=== block 1 ===
==> block_1/layer_met4.png <==
(1.5 px per um) Supply wires on this layer in gray. Cells faint in the background.
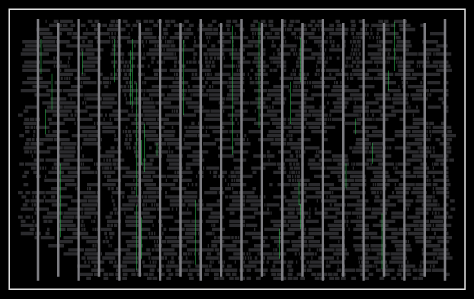

===== config.mk =====
export PLATFORM = sky130hd
export DESIGN_NAME = polaris_prefetch_queue
export DESIGN_NICKNAME = d
export VERILOG_FILES = /design/src/rtl/polaris_prefetch_queue.sv
export SDC_FILE = /design/constraint.sdc
export NUM_CORES = 1
export LEC_CHECK = 0
export CAP_MARGIN = 40
export CORE_ASPECT_RATIO = 0.6
export CORE_MARGIN = 5
export CORE_UTILIZATION = 47
export DETAILED_ROUTE_END_ITERATION = 10
export PLACE_DENSITY_LB_ADDON = 0.08
export SYNTH_ARGS = -nofsm -noshare
export SYNTH_HDL_FRONTEND = slang
export SYNTH_SLANG_ARGS = --single-unit

===== constraint.sdc =====
create_clock -name clk_i -period 12 [get_ports clk_i]
set_clock_uncertainty 0.1 [all_clocks]
set_input_delay 1.8 -clock clk_i [delete_from_list [all_inputs] [get_ports clk_i]]
set_output_delay 1.8 -clock clk_i [all_outputs]
set_load 0.02 [all_outputs]

===== src/rtl/polaris_prefetch_queue.sv =====
// Instruction prefetch queue: keeps a DEPTH-entry FIFO of {pc, instruction} pairs
// filled from a sequential fetch pointer, with flushing redirect and misaligned-target flag.
module polaris_prefetch_queue #(
  parameter int unsigned AW           = 64,
  parameter int unsigned DEPTH        = 4,
  parameter logic [63:0] RESET_VECTOR = 64'hFFFF_FFFF_FFFF_FF00
) (
  input  logic                       clk_i,
  input  logic                       reset_i,
  output logic [AW-1:0]              iadr_o,
  output logic [1:0]                 isiz_o,
  output logic                       istb_o,
  input  logic                       iack_i,
  input  logic [31:0]                idat_i,
  input  logic                       redirect_i,
  input  logic [AW-1:0]              redirect_adr_i,
  input  logic                       take_i,
  output logic                       valid_o,
  output logic [31:0]                inst_o,
  output logic [AW-1:0]              pc_o,
  output logic [$clog2(DEPTH):0]     count_o,
  output logic                       afault_o
);

  localparam int unsigned PW = $clog2(DEPTH);
  localparam int unsigned CW = PW + 1;

  logic [AW-1:0] pc_mem   [DEPTH];
  logic [31:0]   inst_mem [DEPTH];

  logic [AW-1:0] fptr_q, fptr_n;
  logic [PW-1:0] rd_q, rd_n, wr_q, wr_n;
  logic [CW-1:0] cnt_n;
  logic          afault_n;
  logic          push_c, pop_c;

  logic          istb_n, valid_n;
  logic [AW-1:0] iadr_n, pc_n;
  logic [1:0]    isiz_n;
  logic [31:0]   inst_n;

  // Next state, plus next values of the registered outputs.
  always_comb begin
    push_c   = istb_o & iack_i & ~redirect_i;
    pop_c    = take_i & valid_o & ~redirect_i;
    fptr_n   = fptr_q;
    rd_n     = rd_q;
    wr_n     = wr_q;
    cnt_n    = count_o;
    afault_n = afault_o;

    if (redirect_i) begin
      fptr_n   = redirect_adr_i;
      rd_n     = '0;
      wr_n     = '0;
      cnt_n    = '0;
      afault_n = |redirect_adr_i[1:0];
    end else begin
      if (push_c) begin
        fptr_n = fptr_q + AW'(4);
        wr_n   = wr_q + PW'(1);
      end
      if (pop_c) begin
        rd_n = rd_q + PW'(1);
      end
      if (push_c && !pop_c) begin
        cnt_n = count_o + CW'(1);
      end else if (pop_c && !push_c) begin
        cnt_n = count_o - CW'(1);
      end
    end

    istb_n  = (cnt_n < CW'(DEPTH)) & ~afault_n;
    iadr_n  = istb_n ? fptr_n : '0;
    isiz_n  = istb_n ? 2'b10 : 2'b00;
    valid_n = (cnt_n != '0);
    pc_n    = '0;
    inst_n  = '0;
    // The word being written this edge becomes the head when the queue drains to it.
    if (valid_n) begin
      if (push_c && (wr_q == rd_n)) begin
        pc_n   = fptr_q;
        inst_n = idat_i;
      end else begin
        pc_n   = pc_mem[rd_n];
        inst_n = inst_mem[rd_n];
      end
    end
  end

  // State and registered outputs.
  always_ff @(posedge clk_i or posedge reset_i) begin
    if (reset_i) begin
      fptr_q   <= AW'(RESET_VECTOR);
      rd_q     <= '0;
      wr_q     <= '0;
      count_o  <= '0;
      afault_o <= 1'b0;
      istb_o   <= 1'b0;
      iadr_o   <= '0;
      isiz_o   <= 2'b00;
      valid_o  <= 1'b0;
      pc_o     <= '0;
      inst_o   <= '0;
    end else begin
      fptr_q   <= fptr_n;
      rd_q     <= rd_n;
      wr_q     <= wr_n;
      count_o  <= cnt_n;
      afault_o <= afault_n;
      istb_o   <= istb_n;
      iadr_o   <= iadr_n;
      isiz_o   <= isiz_n;
      valid_o  <= valid_n;
      pc_o     <= pc_n;
      inst_o   <= inst_n;
    end
  end

  // Entry storage needs no reset: count gates every read.
  always_ff @(posedge clk_i) begin
    if (push_c) begin
      pc_mem[wr_q]   <= fptr_q;
      inst_mem[wr_q] <= idat_i;
    end
  end

endmodule

=== block 2 ===
==> src/rtl/daq_page_ring.sv <==
// Page ring manager for the DAQ event buffer. It tracks the page being written,
// the oldest completed page, occupancy, almost-full/full status, rejected events
// and a high-water mark. The buffer is divided into 1, 2 or 4 base-page units
// per page depending on the mode latched at clear.
module daq_page_ring #(
  parameter int LOG2_MAX_PAGES  = 6,
  parameter int LOG2_BASE_WORDS = 9,
  parameter int DROP_W          = 16
) (
  input  logic                          clk,
  input  logic                          reset_n,
  input  logic                          clear,
  input  logic [1:0]                    page_size,
  input  logic [LOG2_MAX_PAGES:0]       afull_thresh,
  input  logic                          wr_eoe,
  input  logic [LOG2_BASE_WORDS+1:0]    wr_ptr,
  output logic [LOG2_MAX_PAGES+LOG2_BASE_WORDS-1:0] wr_addr,
  output logic [LOG2_MAX_PAGES-1:0]     wr_buf_id,
  input  logic                          rd_release,
  input  logic [3:0]                    rd_count,
  output logic [LOG2_MAX_PAGES-1:0]     rd_buf_id,
  output logic [LOG2_MAX_PAGES:0]       occupancy,
  output logic                          empty,
  output logic                          full,
  output logic                          almost_full,
  output logic                          wr_drop,
  output logic [DROP_W-1:0]             drop_count,
  output logic [LOG2_MAX_PAGES:0]       hwm,
  output logic [1:0]                    mode
);

  localparam int L  = LOG2_MAX_PAGES;
  localparam int B  = LOG2_BASE_WORDS;
  localparam int A  = L + B;
  localparam int CW = L + 5;

  typedef enum logic [1:0] {
    PM_BASE   = 2'd0,
    PM_DOUBLE = 2'd1,
    PM_QUAD   = 2'd2
  } page_mode_e;

  page_mode_e       mode_q;
  page_mode_e       mode_load;
  logic [L-1:0]     np_mask;
  logic [L:0]       cap;
  logic [3:0]       rel_req;
  logic [CW-1:0]    req_ext;
  logic [CW-1:0]    occ_ext;
  logic [L:0]       rel_n;
  logic             accept;
  logic [L:0]       occ_next;
  logic [A-1:0]     addr_next;

  assign mode = mode_q;

  // Page-index mask and capacity for the active mode; capacity excludes the page in progress.
  always_comb begin
    np_mask = '1;
    case (mode_q)
      PM_BASE:   np_mask = '1;
      PM_DOUBLE: np_mask = {1'b0, {(L-1){1'b1}}};
      default:   np_mask = {2'b00, {(L-2){1'b1}}};
    endcase
    cap = {1'b0, np_mask};
  end

  // Release count (0 means 1), clipped to what is actually held; accept checks room after release.
  always_comb begin
    rel_req   = (rd_count == 4'd0) ? 4'd1 : rd_count;
    req_ext   = CW'(rel_req);
    occ_ext   = CW'(occupancy);
    rel_n     = '0;
    if (rd_release && !clear && !empty)
      rel_n = (req_ext < occ_ext) ? req_ext[L:0] : occupancy;
    accept    = wr_eoe && !clear && ((occupancy - rel_n) < cap);
    occ_next  = occupancy + (L+1)'(accept) - rel_n;
    mode_load = (page_size == 2'd3) ? PM_QUAD : page_mode_e'(page_size);
  end

  // Buffer address: larger pages trade page-index bits for word-pointer bits.
  always_comb begin
    case (mode_q)
      PM_BASE:   addr_next = {wr_buf_id,        wr_ptr[B-1:0]};
      PM_DOUBLE: addr_next = {wr_buf_id[L-2:0], wr_ptr[B:0]};
      default:   addr_next = {wr_buf_id[L-3:0], wr_ptr[B+1:0]};
    endcase
  end

  // Ring pointers, occupancy, drop accounting, high-water mark and mode register.
  always_ff @(posedge clk or negedge reset_n) begin
    if (!reset_n) begin
      mode_q     <= PM_BASE;
      wr_buf_id  <= '0;
      rd_buf_id  <= '0;
      occupancy  <= '0;
      hwm        <= '0;
      drop_count <= '0;
      wr_drop    <= 1'b0;
      wr_addr    <= '0;
    end else if (clear) begin
      mode_q     <= mode_load;
      wr_buf_id  <= '0;
      rd_buf_id  <= '0;
      occupancy  <= '0;
      hwm        <= '0;
      drop_count <= '0;
      wr_drop    <= 1'b0;
      wr_addr    <= '0;
    end else begin
      wr_buf_id <= (wr_buf_id + L'(accept)) & np_mask;
      rd_buf_id <= (rd_buf_id + rel_n[L-1:0]) & np_mask;
      occupancy <= occ_next;
      hwm       <= (occ_next > hwm) ? occ_next : hwm;
      wr_drop   <= wr_eoe && !accept;
      if (wr_eoe && !accept && (drop_count != '1))
        drop_count <= drop_count + 1'b1;
      wr_addr   <= addr_next;
    end
  end

  // Status flags straight from the occupancy register.
  always_comb begin
    empty       = (occupancy == '0);
    full        = (occupancy == cap);
    almost_full = (afull_thresh != '0) && (occupancy >= afull_thresh);
  end

  // The distance between write and read page always equals the completed-page count.
  ring_invariant: assert property (@(posedge clk) disable iff (!reset_n)
    ((((wr_buf_id - rd_buf_id) & np_mask) == occupancy[L-1:0]) && !occupancy[L]));

endmodule

==> config.mk <==
export PLATFORM = sky130hd
export DESIGN_NAME = daq_page_ring
export DESIGN_NICKNAME = d
export VERILOG_FILES = /design/src/rtl/daq_page_ring.sv
export SDC_FILE = /design/constraint.sdc
export NUM_CORES = 1
export LEC_CHECK = 0
export ABC_AREA = 1
export CAP_MARGIN = 20
export CORE_UTILIZATION = 30
export CTS_CLUSTER_DIAMETER = 30
export DETAILED_ROUTE_END_ITERATION = 10
export MAX_ROUTING_LAYER = met4
export REMOVE_ABC_BUFFERS = 1
export SLEW_MARGIN = 10
export SYNTH_ARGS = -nofsm -noshare
export SYNTH_HDL_FRONTEND = slang
export SYNTH_SLANG_ARGS = --single-unit
==> constraint.sdc <==
create_clock -name clk -period 7.9 [get_ports clk]
set_clock_uncertainty 0.1 [all_clocks]
set_input_delay 1.58 -clock clk [delete_from_list [all_inputs] [get_ports clk]]
set_output_delay 1.58 -clock clk [all_outputs]
set_load 0.02 [all_outputs]
=== block 3 ===
===== config.mk =====
export PLATFORM = sky130hd
export DESIGN_NAME = rs232_tx_arbiter
export DESIGN_NICKNAME = d
export VERILOG_FILES = /design/src/rtl/rs232_tx_arbiter.sv
export SDC_FILE = /design/constraint.sdc
export NUM_CORES = 1
export LEC_CHECK = 0
export CAP_MARGIN = 5
export CORE_MARGIN = 2
export CORE_UTILIZATION = 43
export DETAILED_ROUTE_END_ITERATION = 7
export PLACE_DENSITY = 0.95
export SLEW_MARGIN = 10
export SYNTH_ARGS = -nofsm -noshare
export SYNTH_HDL_FRONTEND = slang
export SYNTH_SLANG_ARGS = --single-unit

===== constraint.sdc =====
create_clock -name cpu_clk -period 4.7 [get_ports cpu_clk]
set_input_delay 1.175 -clock cpu_clk [delete_from_list [all_inputs] [get_ports cpu_clk]]
set_output_delay 1.175 -clock cpu_clk [all_outputs]
set_load 0.005 [all_outputs]

===== src/rtl/rs232_tx_arbiter.sv =====
// rs232_tx_arbiter
//
// Round-robin arbiter that lets four requesters share one serial port's
// transmit path. For each granted byte it polls the port's status register
// until the tx FIFO reports not-full, writes the byte to the data register,
// pulses ack to the winner, then idles two cycles so the port's full flag
// can settle before the next poll.
//
// Parameters
//   DEVADDR        base address of the port; data reg at +0, status reg at +1
//   TIMEOUT_POLLS  full-status polls tolerated before the request is aborted
//
// Ports
//   cpu_clk        sole clock, rising edge
//   reset          asynchronous, active-high
//   req[3:0]       per-requester level request
//   req_data[31:0] byte i on bits [8i+7:8i]
//   ack[3:0]       one-cycle pulse when requester i's byte has been written
//   timeout_err    one-cycle pulse when requester i's request is aborted
//   outbus_*       write bus to the port
//   inbus_*        read bus; read data is valid the cycle after inbus_re
//
// Configuration
//   RS232_ARB_TIMEOUT_EN  when defined, adds the poll counter and the abort
//                         path; otherwise polling continues indefinitely and
//                         timeout_err is held at zero.

module rs232_tx_arbiter #(
    parameter logic [7:0] DEVADDR       = 8'h00,
    parameter logic [7:0] TIMEOUT_POLLS = 8'd255
) (
    input  logic        cpu_clk,
    input  logic        reset,
    input  logic [3:0]  req,
    input  logic [31:0] req_data,
    output logic [3:0]  ack,
    output logic [3:0]  timeout_err,
    output logic [7:0]  outbus_addr,
    output logic [7:0]  outbus_data,
    output logic        outbus_we,
    output logic [7:0]  inbus_addr,
    output logic        inbus_re,
    input  logic [7:0]  inbus_data
);

    localparam logic [5:0] S_IDLE     = 6'b00_0001;
    localparam logic [5:0] S_STAT_RD  = 6'b00_0010;
    localparam logic [5:0] S_STAT_CHK = 6'b00_0100;
    localparam logic [5:0] S_WRITE    = 6'b00_1000;
    localparam logic [5:0] S_ACK      = 6'b01_0000;
    localparam logic [5:0] S_GAP      = 6'b10_0000;

    logic [5:0] state_q, state_d;
    logic [1:0] winner_q, winner_d;
    logic [1:0] rr_ptr_q, rr_ptr_d;
    logic [7:0] byte_q, byte_d;
    logic       gap_q, gap_d;

    logic       pick_valid;
    logic [1:0] pick_idx;
    logic [1:0] cand;
    logic       req_held;
    logic       tx_full;
    logic       poll_timeout;
    logic       poll_inc;
    logic       poll_clr;
    logic       timeout_fire;

    assign req_held = req[winner_q];
    assign tx_full  = inbus_data[1];

    // Only the tx-full flag of the status register matters here.
    logic unused_status_bits;
    assign unused_status_bits = ^{inbus_data[7:2], inbus_data[0]};

    // Round-robin pick: scan from rr_ptr upward; iterating from the farthest
    // offset down leaves the closest set bit as the final assignment.
    always_comb begin
        pick_valid = 1'b0;
        pick_idx   = rr_ptr_q;
        cand       = rr_ptr_q;
        for (int i = 3; i >= 0; i--) begin
            cand = rr_ptr_q + 2'(i);
            if (req[cand]) begin
                pick_valid = 1'b1;
                pick_idx   = cand;
            end
        end
    end

    // Next-state logic. A withdrawn request abandons the transfer only before
    // WRITE; once the byte is on the bus the ack always follows.
    always_comb begin
        state_d      = state_q;
        winner_d     = winner_q;
        rr_ptr_d     = rr_ptr_q;
        byte_d       = byte_q;
        gap_d        = gap_q;
        poll_inc     = 1'b0;
        poll_clr     = 1'b0;
        timeout_fire = 1'b0;
        case (state_q)
            S_IDLE: begin
                if (pick_valid) begin
                    winner_d = pick_idx;
                    byte_d   = req_data[{pick_idx, 3'b000} +: 8];
                    state_d  = S_STAT_RD;
                end
            end
            S_STAT_RD: begin
                if (!req_held) begin
                    state_d  = S_IDLE;
                    poll_clr = 1'b1;
                end else begin
                    state_d = S_STAT_CHK;
                end
            end
            S_STAT_CHK: begin
                if (!req_held) begin
                    state_d  = S_IDLE;
                    poll_clr = 1'b1;
                end else if (tx_full && poll_timeout) begin
                    state_d      = S_GAP;
                    gap_d        = 1'b0;
                    rr_ptr_d     = winner_q + 2'd1;
                    timeout_fire = 1'b1;
                    poll_clr     = 1'b1;
                end else if (tx_full) begin
                    state_d  = S_STAT_RD;
                    poll_inc = 1'b1;
                end else begin
                    state_d  = S_WRITE;
                    poll_clr = 1'b1;
                end
            end
            S_WRITE: begin
                state_d = S_ACK;
            end
            S_ACK: begin
                rr_ptr_d = winner_q + 2'd1;
                gap_d    = 1'b0;
                state_d  = S_GAP;
            end
            S_GAP: begin
                if (gap_q) begin
                    gap_d   = 1'b0;
                    state_d = S_IDLE;
                end else begin
                    gap_d = 1'b1;
                end
            end
            default: begin
                state_d = S_IDLE;
            end
        endcase
    end

    always_ff @(posedge cpu_clk or posedge reset) begin
        if (reset) begin
            state_q  <= S_IDLE;
            winner_q <= 2'd0;
            rr_ptr_q <= 2'd0;
            byte_q   <= 8'h00;
            gap_q    <= 1'b0;
        end else begin
            state_q  <= state_d;
            winner_q <= winner_d;
            rr_ptr_q <= rr_ptr_d;
            byte_q   <= byte_d;
            gap_q    <= gap_d;
        end
    end

`ifdef RS232_ARB_TIMEOUT_EN
    logic [7:0] poll_cnt_q, poll_cnt_d;
    logic [3:0] timeout_err_q, timeout_err_d;

    // Compared in 9 bits so the increment cannot wrap past the limit.
    assign poll_timeout = ({1'b0, poll_cnt_q} + 9'd1) >= {1'b0, TIMEOUT_POLLS};
    assign timeout_err  = timeout_err_q;

    always_comb begin
        poll_cnt_d = poll_cnt_q;
        if (poll_clr) begin
            poll_cnt_d = 8'd0;
        end else if (poll_inc) begin
            poll_cnt_d = poll_cnt_q + 8'd1;
        end
        timeout_err_d = timeout_fire ? (4'b0001 << winner_q) : 4'b0000;
    end

    // The error pulse is registered, so it lands in the first GAP cycle.
    always_ff @(posedge cpu_clk or posedge reset) begin
        if (reset) begin
            poll_cnt_q    <= 8'd0;
            timeout_err_q <= 4'b0000;
        end else begin
            poll_cnt_q    <= poll_cnt_d;
            timeout_err_q <= timeout_err_d;
        end
    end
`else
    assign poll_timeout = 1'b0;
    assign timeout_err  = 4'b0000;

    logic unused_timeout_cfg;
    assign unused_timeout_cfg = ^{TIMEOUT_POLLS, poll_inc, poll_clr, timeout_fire};
`endif

    // Bus outputs decode straight from the state flops, so an asynchronous
    // reset silences the buses in the same cycle it is asserted.
    always_comb begin
        outbus_we   = 1'b0;
        outbus_addr = 8'h00;
        outbus_data = 8'h00;
        inbus_re    = 1'b0;
        inbus_addr  = 8'h00;
        ack         = 4'b0000;
        case (state_q)
            S_STAT_RD: begin
                inbus_re   = 1'b1;
                inbus_addr = DEVADDR + 8'd1;
            end
            S_WRITE: begin
                outbus_we   = 1'b1;
                outbus_addr = DEVADDR;
                outbus_data = byte_q;
            end
            S_ACK: begin
                ack = 4'b0001 << winner_q;
            end
            default: begin
            end
        endcase
    end

endmodule


=== block 4 ===
<file path="config.mk">
export PLATFORM = sky130hd
export DESIGN_NAME = cpu_thermal_ctrl_flat
export DESIGN_NICKNAME = d
export VERILOG_FILES = /design/src/rtl/cpu_thermal_ctrl_pkg.sv /design/src/rtl/cpu_thermal_ctrl_if.sv /design/src/rtl/cpu_thermal_ctrl_sat_counter.sv /design/src/rtl/cpu_thermal_ctrl.sv /design/src/flat_wrapper.sv
export SDC_FILE = /design/constraint.sdc
export NUM_CORES = 1
export LEC_CHECK = 0
export CAP_MARGIN = 20
export CORE_UTILIZATION = 49
export CTS_CLUSTER_SIZE = 12
export DETAILED_ROUTE_END_ITERATION = 10
export HOLD_SLACK_MARGIN = 0.02
export PLACE_DENSITY = 0.74
export SYNTH_ARGS = -nofsm -noshare
export SYNTH_HDL_FRONTEND = slang
export SYNTH_SLANG_ARGS = --single-unit
</file>
<file path="constraint.sdc">
create_clock -name clk -period 1.9 [get_ports clk]
set_input_delay 0.38 -clock clk [delete_from_list [all_inputs] [get_ports clk]]
set_output_delay 0.38 -clock clk [all_outputs]
set_load 0.02 [all_outputs]
</file>
<file path="src/rtl/cpu_thermal_ctrl_pkg.sv">
// Shared definitions for the CPU overheat shutdown controller.
package thermal_pkg;

    typedef enum logic [2:0] {
        ST_RUN          = 3'd0,
        ST_SHUTDOWN     = 3'd1,
        ST_WAIT_RESTART = 3'd2,
        ST_LOCKOUT      = 3'd3
    } state_t;

    localparam int unsigned DEF_DEBOUNCE_CYCLES = 4;
    localparam int unsigned DEF_COOLDOWN_CYCLES = 16;
    localparam int unsigned DEF_MAX_TRIPS       = 3;

endpackage

</file>
<file path="src/rtl/cpu_thermal_ctrl_if.sv">
// Sensor/sequencer-facing signal bundle of the thermal controller.
interface cpu_thermal_ctrl_if #(
    parameter int unsigned MAX_TRIPS = thermal_pkg::DEF_MAX_TRIPS
);
    localparam int unsigned TW = $clog2(MAX_TRIPS + 1);

    logic          cpu_overheated;
    logic          cpu_warm;
    logic          restart_req;
    logic          restart_ack;
    logic          shut_off_computer;
    logic          fan_on;
    logic          locked_out;
    logic [TW-1:0] trip_count;

    modport master (
        output cpu_overheated, cpu_warm, restart_req,
        input  restart_ack, shut_off_computer, fan_on, locked_out, trip_count
    );

    modport slave (
        input  cpu_overheated, cpu_warm, restart_req,
        output restart_ack, shut_off_computer, fan_on, locked_out, trip_count
    );

endinterface

</file>
<file path="src/rtl/cpu_thermal_ctrl_sat_counter.sv">
// Clearable, enabled up-counter that saturates at TERMINAL and flags it.
module sat_counter #(
    parameter int unsigned TERMINAL = 1
) (
    input  logic clk,
    input  logic areset_n,
    input  logic clr,
    input  logic en,
    output logic at_term_c
);
    localparam int unsigned W = (TERMINAL < 1) ? 1 : $clog2(TERMINAL + 1);

    logic [W-1:0] cnt;

    always_ff @(posedge clk or negedge areset_n) begin
        if (!areset_n) begin
            cnt <= '0;
        end else if (clr) begin
            cnt <= '0;
        end else if (en && (cnt != W'(TERMINAL))) begin
            cnt <= cnt + 1'b1;
        end
    end

    assign at_term_c = (cnt == W'(TERMINAL));

endmodule

</file>
<file path="src/rtl/cpu_thermal_ctrl.sv">
// Overheat shutdown sequencer: debounce, cooldown, restart handshake, trip lockout.
module cpu_thermal_ctrl
    import thermal_pkg::*;
#(
    parameter int unsigned DEBOUNCE_CYCLES = DEF_DEBOUNCE_CYCLES,
    parameter int unsigned COOLDOWN_CYCLES = DEF_COOLDOWN_CYCLES,
    parameter int unsigned MAX_TRIPS       = DEF_MAX_TRIPS
) (
    input  logic               clk,
    input  logic               areset_n,
    cpu_thermal_ctrl_if.slave  bus
);
    localparam int unsigned TW = $clog2(MAX_TRIPS + 1);

    state_t        state_q, state_d;
    logic [TW-1:0] trip_q, trip_d;
    logic          ack_q, ack_d;
    logic          shut_q, shut_d;
    logic          fan_q, fan_d;
    logic          lock_q, lock_d;

    logic deb_term, cool_term;
    logic trip_fire, cool_done;
    logic deb_clr, cool_clr;

    assign trip_fire = (state_q == ST_RUN) && bus.cpu_overheated && deb_term;
    assign cool_done = (state_q == ST_SHUTDOWN) && !bus.cpu_overheated && cool_term;
    assign deb_clr   = (state_q != ST_RUN) || !bus.cpu_overheated || trip_fire;
    assign cool_clr  = (state_q != ST_SHUTDOWN) || bus.cpu_overheated || cool_done;

    sat_counter #(.TERMINAL(DEBOUNCE_CYCLES - 1)) u_deb (
        .clk       (clk),
        .areset_n  (areset_n),
        .clr       (deb_clr),
        .en        (bus.cpu_overheated),
        .at_term_c (deb_term)
    );

    sat_counter #(.TERMINAL(COOLDOWN_CYCLES - 1)) u_cool (
        .clk       (clk),
        .areset_n  (areset_n),
        .clr       (cool_clr),
        .en        (!bus.cpu_overheated),
        .at_term_c (cool_term)
    );

    // Next-state, trip accounting and next-output decode.
    always_comb begin
        state_d = state_q;
        trip_d  = trip_q;
        ack_d   = 1'b0;
        unique case (state_q)
            ST_RUN: begin
                if (trip_fire) begin
                    state_d = ST_SHUTDOWN;
                    if (trip_q != TW'(MAX_TRIPS)) trip_d = trip_q + 1'b1;
                end
            end
            ST_SHUTDOWN: begin
                if (cool_done) begin
                    state_d = (trip_q == TW'(MAX_TRIPS)) ? ST_LOCKOUT : ST_WAIT_RESTART;
                end
            end
            ST_WAIT_RESTART: begin
                if (bus.cpu_overheated) begin
                    state_d = ST_SHUTDOWN;
                end else if (bus.restart_req) begin
                    state_d = ST_RUN;
                    ack_d   = 1'b1;
                end
            end
            ST_LOCKOUT: state_d = ST_LOCKOUT;
            default:    state_d = ST_RUN;
        endcase

        // Outputs follow the state being entered so the registers mirror state_q.
        shut_d = (state_d != ST_RUN);
        fan_d  = (state_d == ST_RUN) ? bus.cpu_warm
                                     : ((state_d == ST_SHUTDOWN) || (state_d == ST_LOCKOUT));
        lock_d = (state_d == ST_LOCKOUT);
    end

    always_ff @(posedge clk or negedge areset_n) begin
        if (!areset_n) begin
            state_q <= ST_RUN;
            trip_q  <= '0;
            ack_q   <= 1'b0;
            shut_q  <= 1'b0;
            fan_q   <= 1'b0;
            lock_q  <= 1'b0;
        end else begin
            state_q <= state_d;
            trip_q  <= trip_d;
            ack_q   <= ack_d;
            shut_q  <= shut_d;
            fan_q   <= fan_d;
            lock_q  <= lock_d;
        end
    end

    assign bus.restart_ack       = ack_q;
    assign bus.shut_off_computer = shut_q;
    assign bus.fan_on            = fan_q;
    assign bus.locked_out        = lock_q;
    assign bus.trip_count        = trip_q;

endmodule

</file>
<file path="src/flat_wrapper.sv">
// flat-port wrapper written by rule: the top's interface ports become plain ports
module cpu_thermal_ctrl_flat import thermal_pkg::*;
#(
    parameter int unsigned DEBOUNCE_CYCLES = DEF_DEBOUNCE_CYCLES,
    parameter int unsigned COOLDOWN_CYCLES = DEF_COOLDOWN_CYCLES,
    parameter int unsigned MAX_TRIPS       = DEF_MAX_TRIPS
)
  (clk, areset_n, bus_cpu_overheated, bus_cpu_warm, bus_restart_req, bus_restart_ack, bus_shut_off_computer, bus_fan_on, bus_locked_out, bus_trip_count);
  cpu_thermal_ctrl_if #(.MAX_TRIPS(MAX_TRIPS)) bus_i ();
  input  logic clk;
  input  logic areset_n;
  input wire logic [$bits(bus_i.cpu_overheated)-1:0] bus_cpu_overheated;
  input wire logic [$bits(bus_i.cpu_warm)-1:0] bus_cpu_warm;
  input wire logic [$bits(bus_i.restart_req)-1:0] bus_restart_req;
  output wire logic [$bits(bus_i.restart_ack)-1:0] bus_restart_ack;
  output wire logic [$bits(bus_i.shut_off_computer)-1:0] bus_shut_off_computer;
  output wire logic [$bits(bus_i.fan_on)-1:0] bus_fan_on;
  output wire logic [$bits(bus_i.locked_out)-1:0] bus_locked_out;
  output wire logic [$bits(bus_i.trip_count)-1:0] bus_trip_count;
  assign bus_i.cpu_overheated = bus_cpu_overheated;
  assign bus_i.cpu_warm = bus_cpu_warm;
  assign bus_i.restart_req = bus_restart_req;
  assign bus_restart_ack = bus_i.restart_ack;
  assign bus_shut_off_computer = bus_i.shut_off_computer;
  assign bus_fan_on = bus_i.fan_on;
  assign bus_locked_out = bus_i.locked_out;
  assign bus_trip_count = bus_i.trip_count;
  cpu_thermal_ctrl #(.DEBOUNCE_CYCLES(DEBOUNCE_CYCLES), .COOLDOWN_CYCLES(COOLDOWN_CYCLES), .MAX_TRIPS(MAX_TRIPS)) u_core (.clk(clk), .areset_n(areset_n), .bus(bus_i));
endmodule
</file>

==> layout pictures side by side <==
Signal wires on met2.
Plate I
(12 px per um)
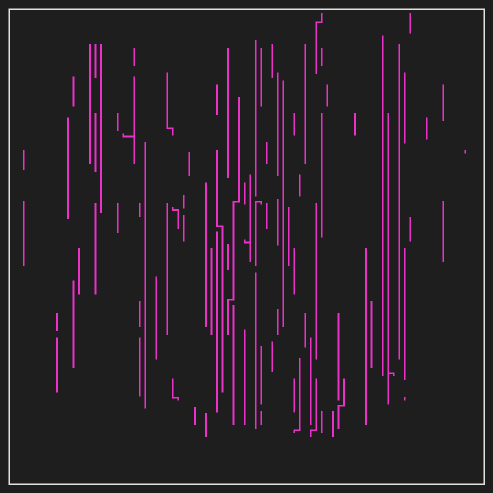
Plate II
(8 px per um)
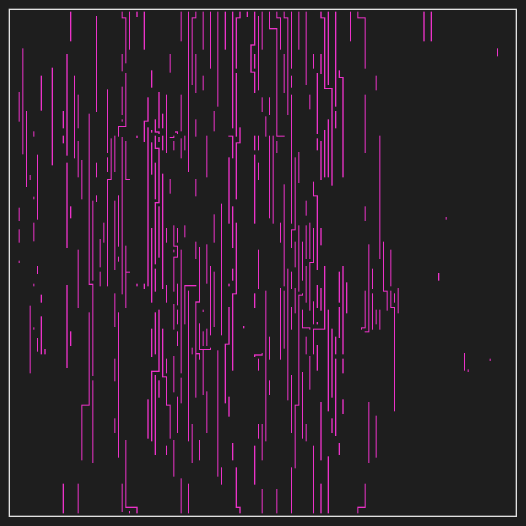
Plate III
(2 px per um)
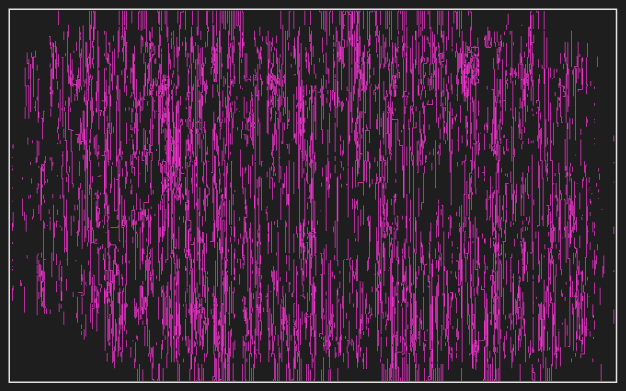
Plate IV
(4 px per um)
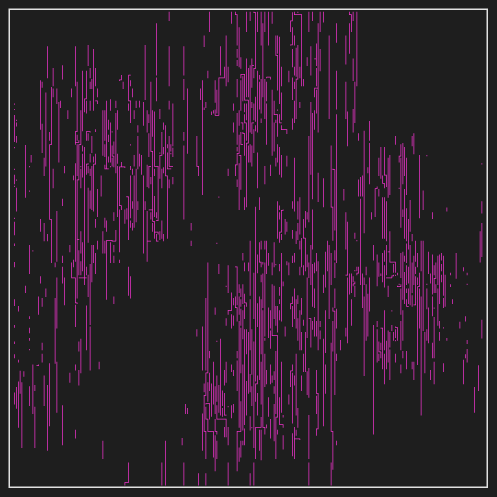
Plate I: block 4
Plate III: block 1
Plate II: block 3
Plate IV: block 2
- smallest die: Plate I
- largest die: Plate III

==> block_2/layer_met4.png <==
(3 px per um) Supply wires on this layer in gray. Cells faint in the background.
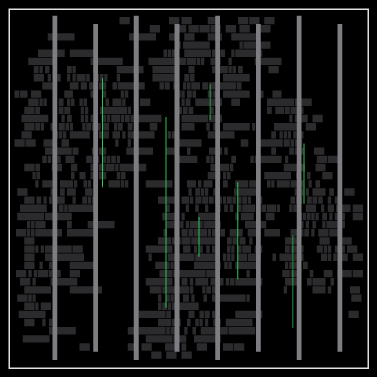
nets with wire on the layer: 6
wire length on this layer: 206 um

==> block_2/congestion.png <==
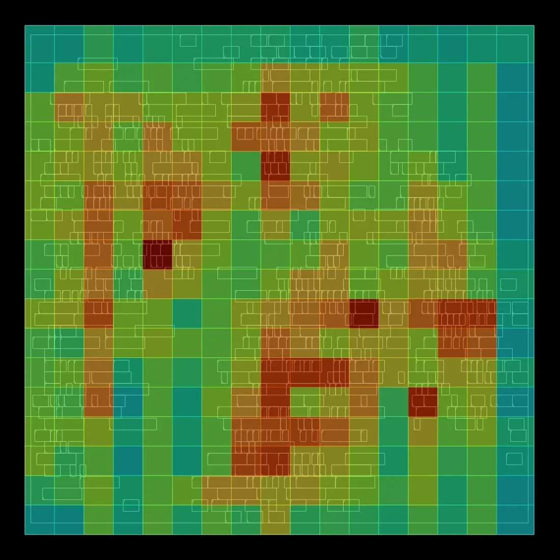
GR peak layer: met2
GR Util met1: 20.5%
met2 usage: 26.9%
GR Util met3: 3.69%
DR WL/cell: 13.8 um

==> CHANGELOG.md, block 2 <==
### Metrics

- Status: finished, final reports clean
- Share of layout cells above drive strength 1: around 6.7%
- Vias in the first global route: around 3.9k
- Cell type taking the most area: logic gates
- Final Max Slew Viols: 0
- Yosys cell count: 529
- Die Span X: 119 um
- Most numerous logic cell after layout: nand2_1
- Max reg flops: 16
- ANT cells: 0
- Synth top area cells: dfrtp_1 36%, ha_1 12%, nand2_1 10%
- Non-filler cells, final: 807
- HPWL after DPL: between 7000 and 8000 um
- Max-cap violations: 0
- Largest net degree at the start of global routing: ~60
- PwrDens: about 340 nW/um^2
- Antenna violations before repair: 0
- Crit path DRT: around 8000 ps
- Total CTS buffers: 9
- R2R setup slack: roughly 1500 ps
- Num ports: around 92
- Combinational share of cell area: about two fifths
- Top Consumer: combinational logic
-- block 2: path summary, 6_finish.rpt --
path,end,startpoint,cells after the start
setup / recovery,hwm[6]$_DFFE_PN0P_,rd_count[2],42
hold / removal,wr_buf_id[4]$_DFF_PN0_,wr_buf_id[4]$_DFF_PN0_,1
setup reg to reg,hwm[6]$_DFFE_PN0P_,occupancy[3]$_DFF_PN0_,44
hold reg to reg,wr_buf_id[4]$_DFF_PN0_,wr_buf_id[4]$_DFF_PN0_,1
max in group asynchronous,occupancy[0]$_DFF_PN0_,reset_n,2
min in group asynchronous,drop_count[5]$_DFFE_PN0P_,reset_n,2
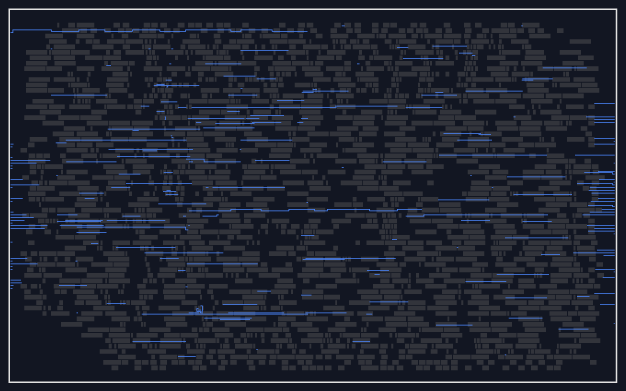
(block_1/layer_met3.png)
(2 px per um) Cells faint in the background.
longest straight run: 82.8 um
nets with wire on the layer: 143

==> block_1/layer_met1.png <==
(2 px per um) Supply wires on this layer in gray. Cells faint in the background.
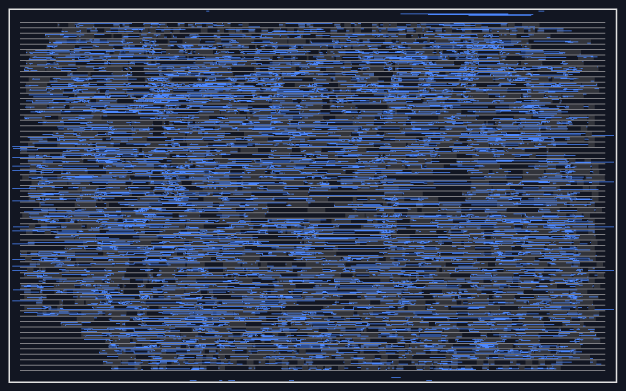
longest straight run: 58.9 um
nets with wire on the layer: 1808
share of all routed wire: 46%
main direction: horizontal

## Picture notes: block_1/layer_met4.png
main direction: vertical
wire length on this layer: 918 um
nets with wire on the layer: 14
share of all routed wire: 1.5%
longest straight run: 85.7 um

==> CHANGELOG.md, block 1 <==
### Metrics

- Antenna Violating Nets Remaining: 0
- Tool warnings: 32
- RR Startpoint: valid_o$_DFF_PP0_
- CP max stage delay: 750 ps
- Crit start category: input port
- Status: finished, final reports clean
- PnR worst setup slack: 6490 ps
- Synth mux share: 9.44%
- FF-to-FF path depth: 8
- Seq cells post-synth: about 620
- Worst min-delay path endpoint: pc_o[50]$_DFF_PP0_
- Final period utilization: 45.9%
- Clock share of power: 32.7%
- Clock sinks: ~620
- Register area: roughly 17000 sq um
- Number of DRC markers in iteration 0: ~1.1k
- CTS tree: done
- Most numerous logic cell after layout: edfxtp_1
- DR DRC count: 0
- Vias per cell: 5.49
- Worst-margin pin slew: 851 ps
- FP Core Util: 47.5%
- Mapped Nets: around 1.7k
- Worst Path Arrival: a little under 6000 ps
==> block 1: logic make-up after synthesis <==
family                     count (synthesis)
AOI/OAI and AO/OA                        174
xor gates and xnor gates                  47
adders and majority gates                  7
buffers and inverters                    102
DFF                                      618
muxes                                    107
other                                      1
and+or+nand+nor                          524
==> block 1: per-layer routing <==
metal	track usage (%)	routed length, um	up-vias
met5	0	0	-
met3	3.23	2990	67
met2	33.6	28400	344
met4	3.97	918	0
met1	32.2	27600	7408
li1	-	-	6347
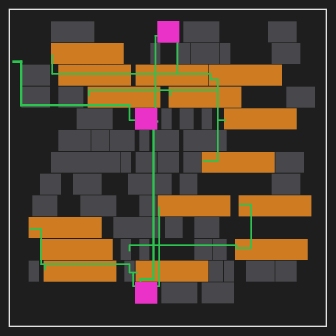
(block_4/clk_routes.png)
(8 px per um)
legend:
  clock drivers:
    color: magenta
    count: 3
  flip-flops:
    color: orange
    count: 15
  clock wires:
    color: green
    length: 174 um
routed clock nets: 4

==> CHANGELOG.md, block 4 <==
### Metrics

- Register area: roughly 380 sq um
- HP Class: input port to asynchronous set/reset pin
- CP endpoint kind: output pin
- Tool warnings: 26
- RR Startpoint: u_core.u_cool.cnt[0]$_DFFE_PN0P_
- Multi-input gate area: about 300 sq um
- Yosys warnings: 0
- Cell taking the most area after synthesis: dfrtp_1
- Most numerous logic cell after layout: dfrtp_1
- # H-tree levels: 1
- Finish-stage setup viols: 0
- Worst Path Arrival: about 1300 ps
- HPWL after DPL: approximately 940 um
- RSZ-0062 raised after global routing: false
- FFs & Latches: 15
- Max-cap violations: 0
- Status: finished, final reports clean
- DR DRC count: 0
- Core Region: ~1300 sq um
- XOR/XNOR Fraction of Synth Area: 2.55%
- R2R setup slack: approximately 350 ps
- Comb. pwr: just over 0.05 mW
- Fillers: 119
==> block 4: flip-flops by register name, indices dropped and copies added, names as in the netlist <==
name	cells
u_core.bus.locked_out	1
u_core.bus.restart_ack	1
u_core.u_cool.cnt	4
u_core.bus.shut_off_computer	1
u_core.state_q	3
u_core.u_deb.cnt	2
u_core.bus.trip_count	2
u_core.bus.fan_on	1
==> block 4: per-stage QoR <==
step,cells,utilization (%),hold WS (ps)
final,84,65.1,397
after CTS,84,65.1,394
after global routing,84,65.1,428
after floorplan,53,-,84.4
after detailed placement,80,63.1,448
after global placement,80,63.1,437
==> block_3/layer_met3.png <==
(10 px per um) Cells faint in the background.
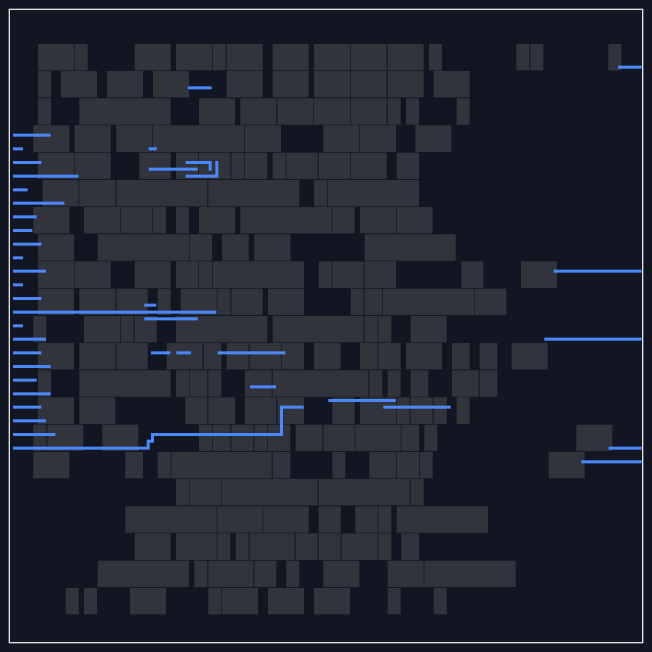
main direction: horizontal
longest straight run: 20.0 um
share of all routed wire: 5.9%
wire length on this layer: 183 um

==> CHANGELOG.md, block 3 <==
### Metrics

- Mean post-synth cell area: between 9 and 10 sq um
- Port Buf Inserts: around 53
- Share of layout cells above drive strength 1: 5.24%
- PnR worst setup slack: between 1000 and 1500 ps
- Post-synth ARST share: 100%
- Comb gates: 130
- Sequential share of power: between 40% and 50%
- FP Core Util: about 45%
- PwrDens: 325 nW/um^2
- HPWL after DPL: 2490 um
- Total CTS buffers: 3
- CP Class: flop to output pin
- Post CTS Setup Buffer Count: 0
- DR WL/cell: between 10 and 15 um
- Area after DPL: about 1900 sq um
- TNS Setup: 0 ps
- Status: finished, final reports clean
- Post-CTS resize count: 0
[block 3: synth_stat cells, drive strengths merged, types with 2 or more instances]
master / number / share of area [%]
nor2b: 4 / 1.8
nor2: 12 / 3.0
and2: 12 / 5.0
buf: 24 / 13
dfrtp: 18 / 30
o21ai: 6 / 2.0
a22o: 2 / 1.2
inv: 4 / 1.0
o221ai: 8 / 4.7
nor3: 2 / 0.66
and4b: 3 / 2.0
ha: 4 / 3.3
a21oi: 2 / 0.66
nand2b: 4 / 1.7
clkbuf: 4 / 1.7
nand3: 2 / 0.66
mux2i: 16 / 11
nor4: 3 / 1.7
nand2: 18 / 4.5


==> screenshots <==
The metal 1 layer.
picture 1
(12 px per um) Supply wires on this layer in gray. Cells faint in the background.
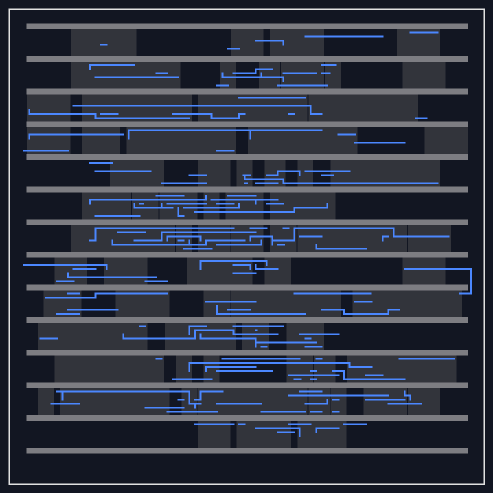
picture 2
(8 px per um) Supply wires on this layer in gray. Cells faint in the background.
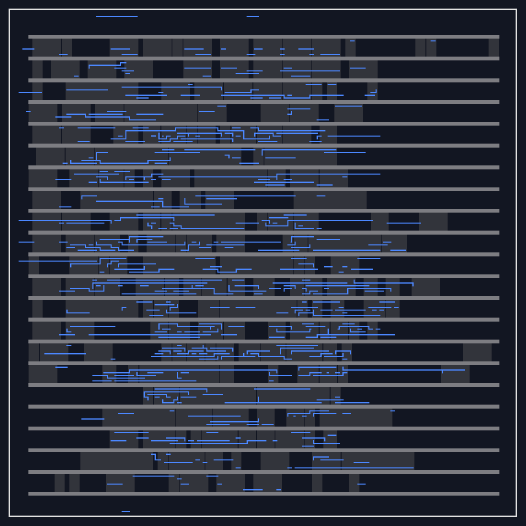
picture 3
(4 px per um) Supply wires on this layer in gray. Cells faint in the background.
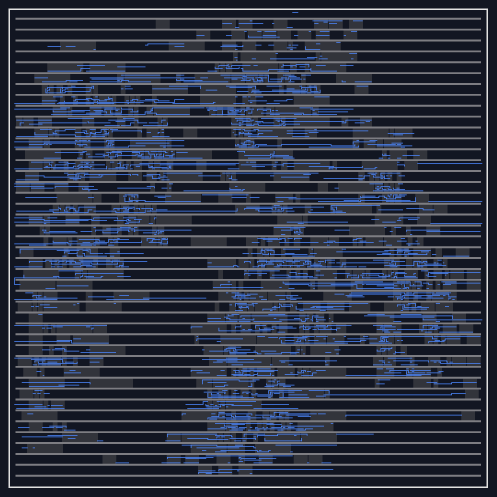
picture 2: block 3
picture 3: block 2
picture 1: block 4

Key to picture 1:
nets with wire on the layer: 70
longest straight run: 19.8 um

Power and IR drop assume default switching activity.
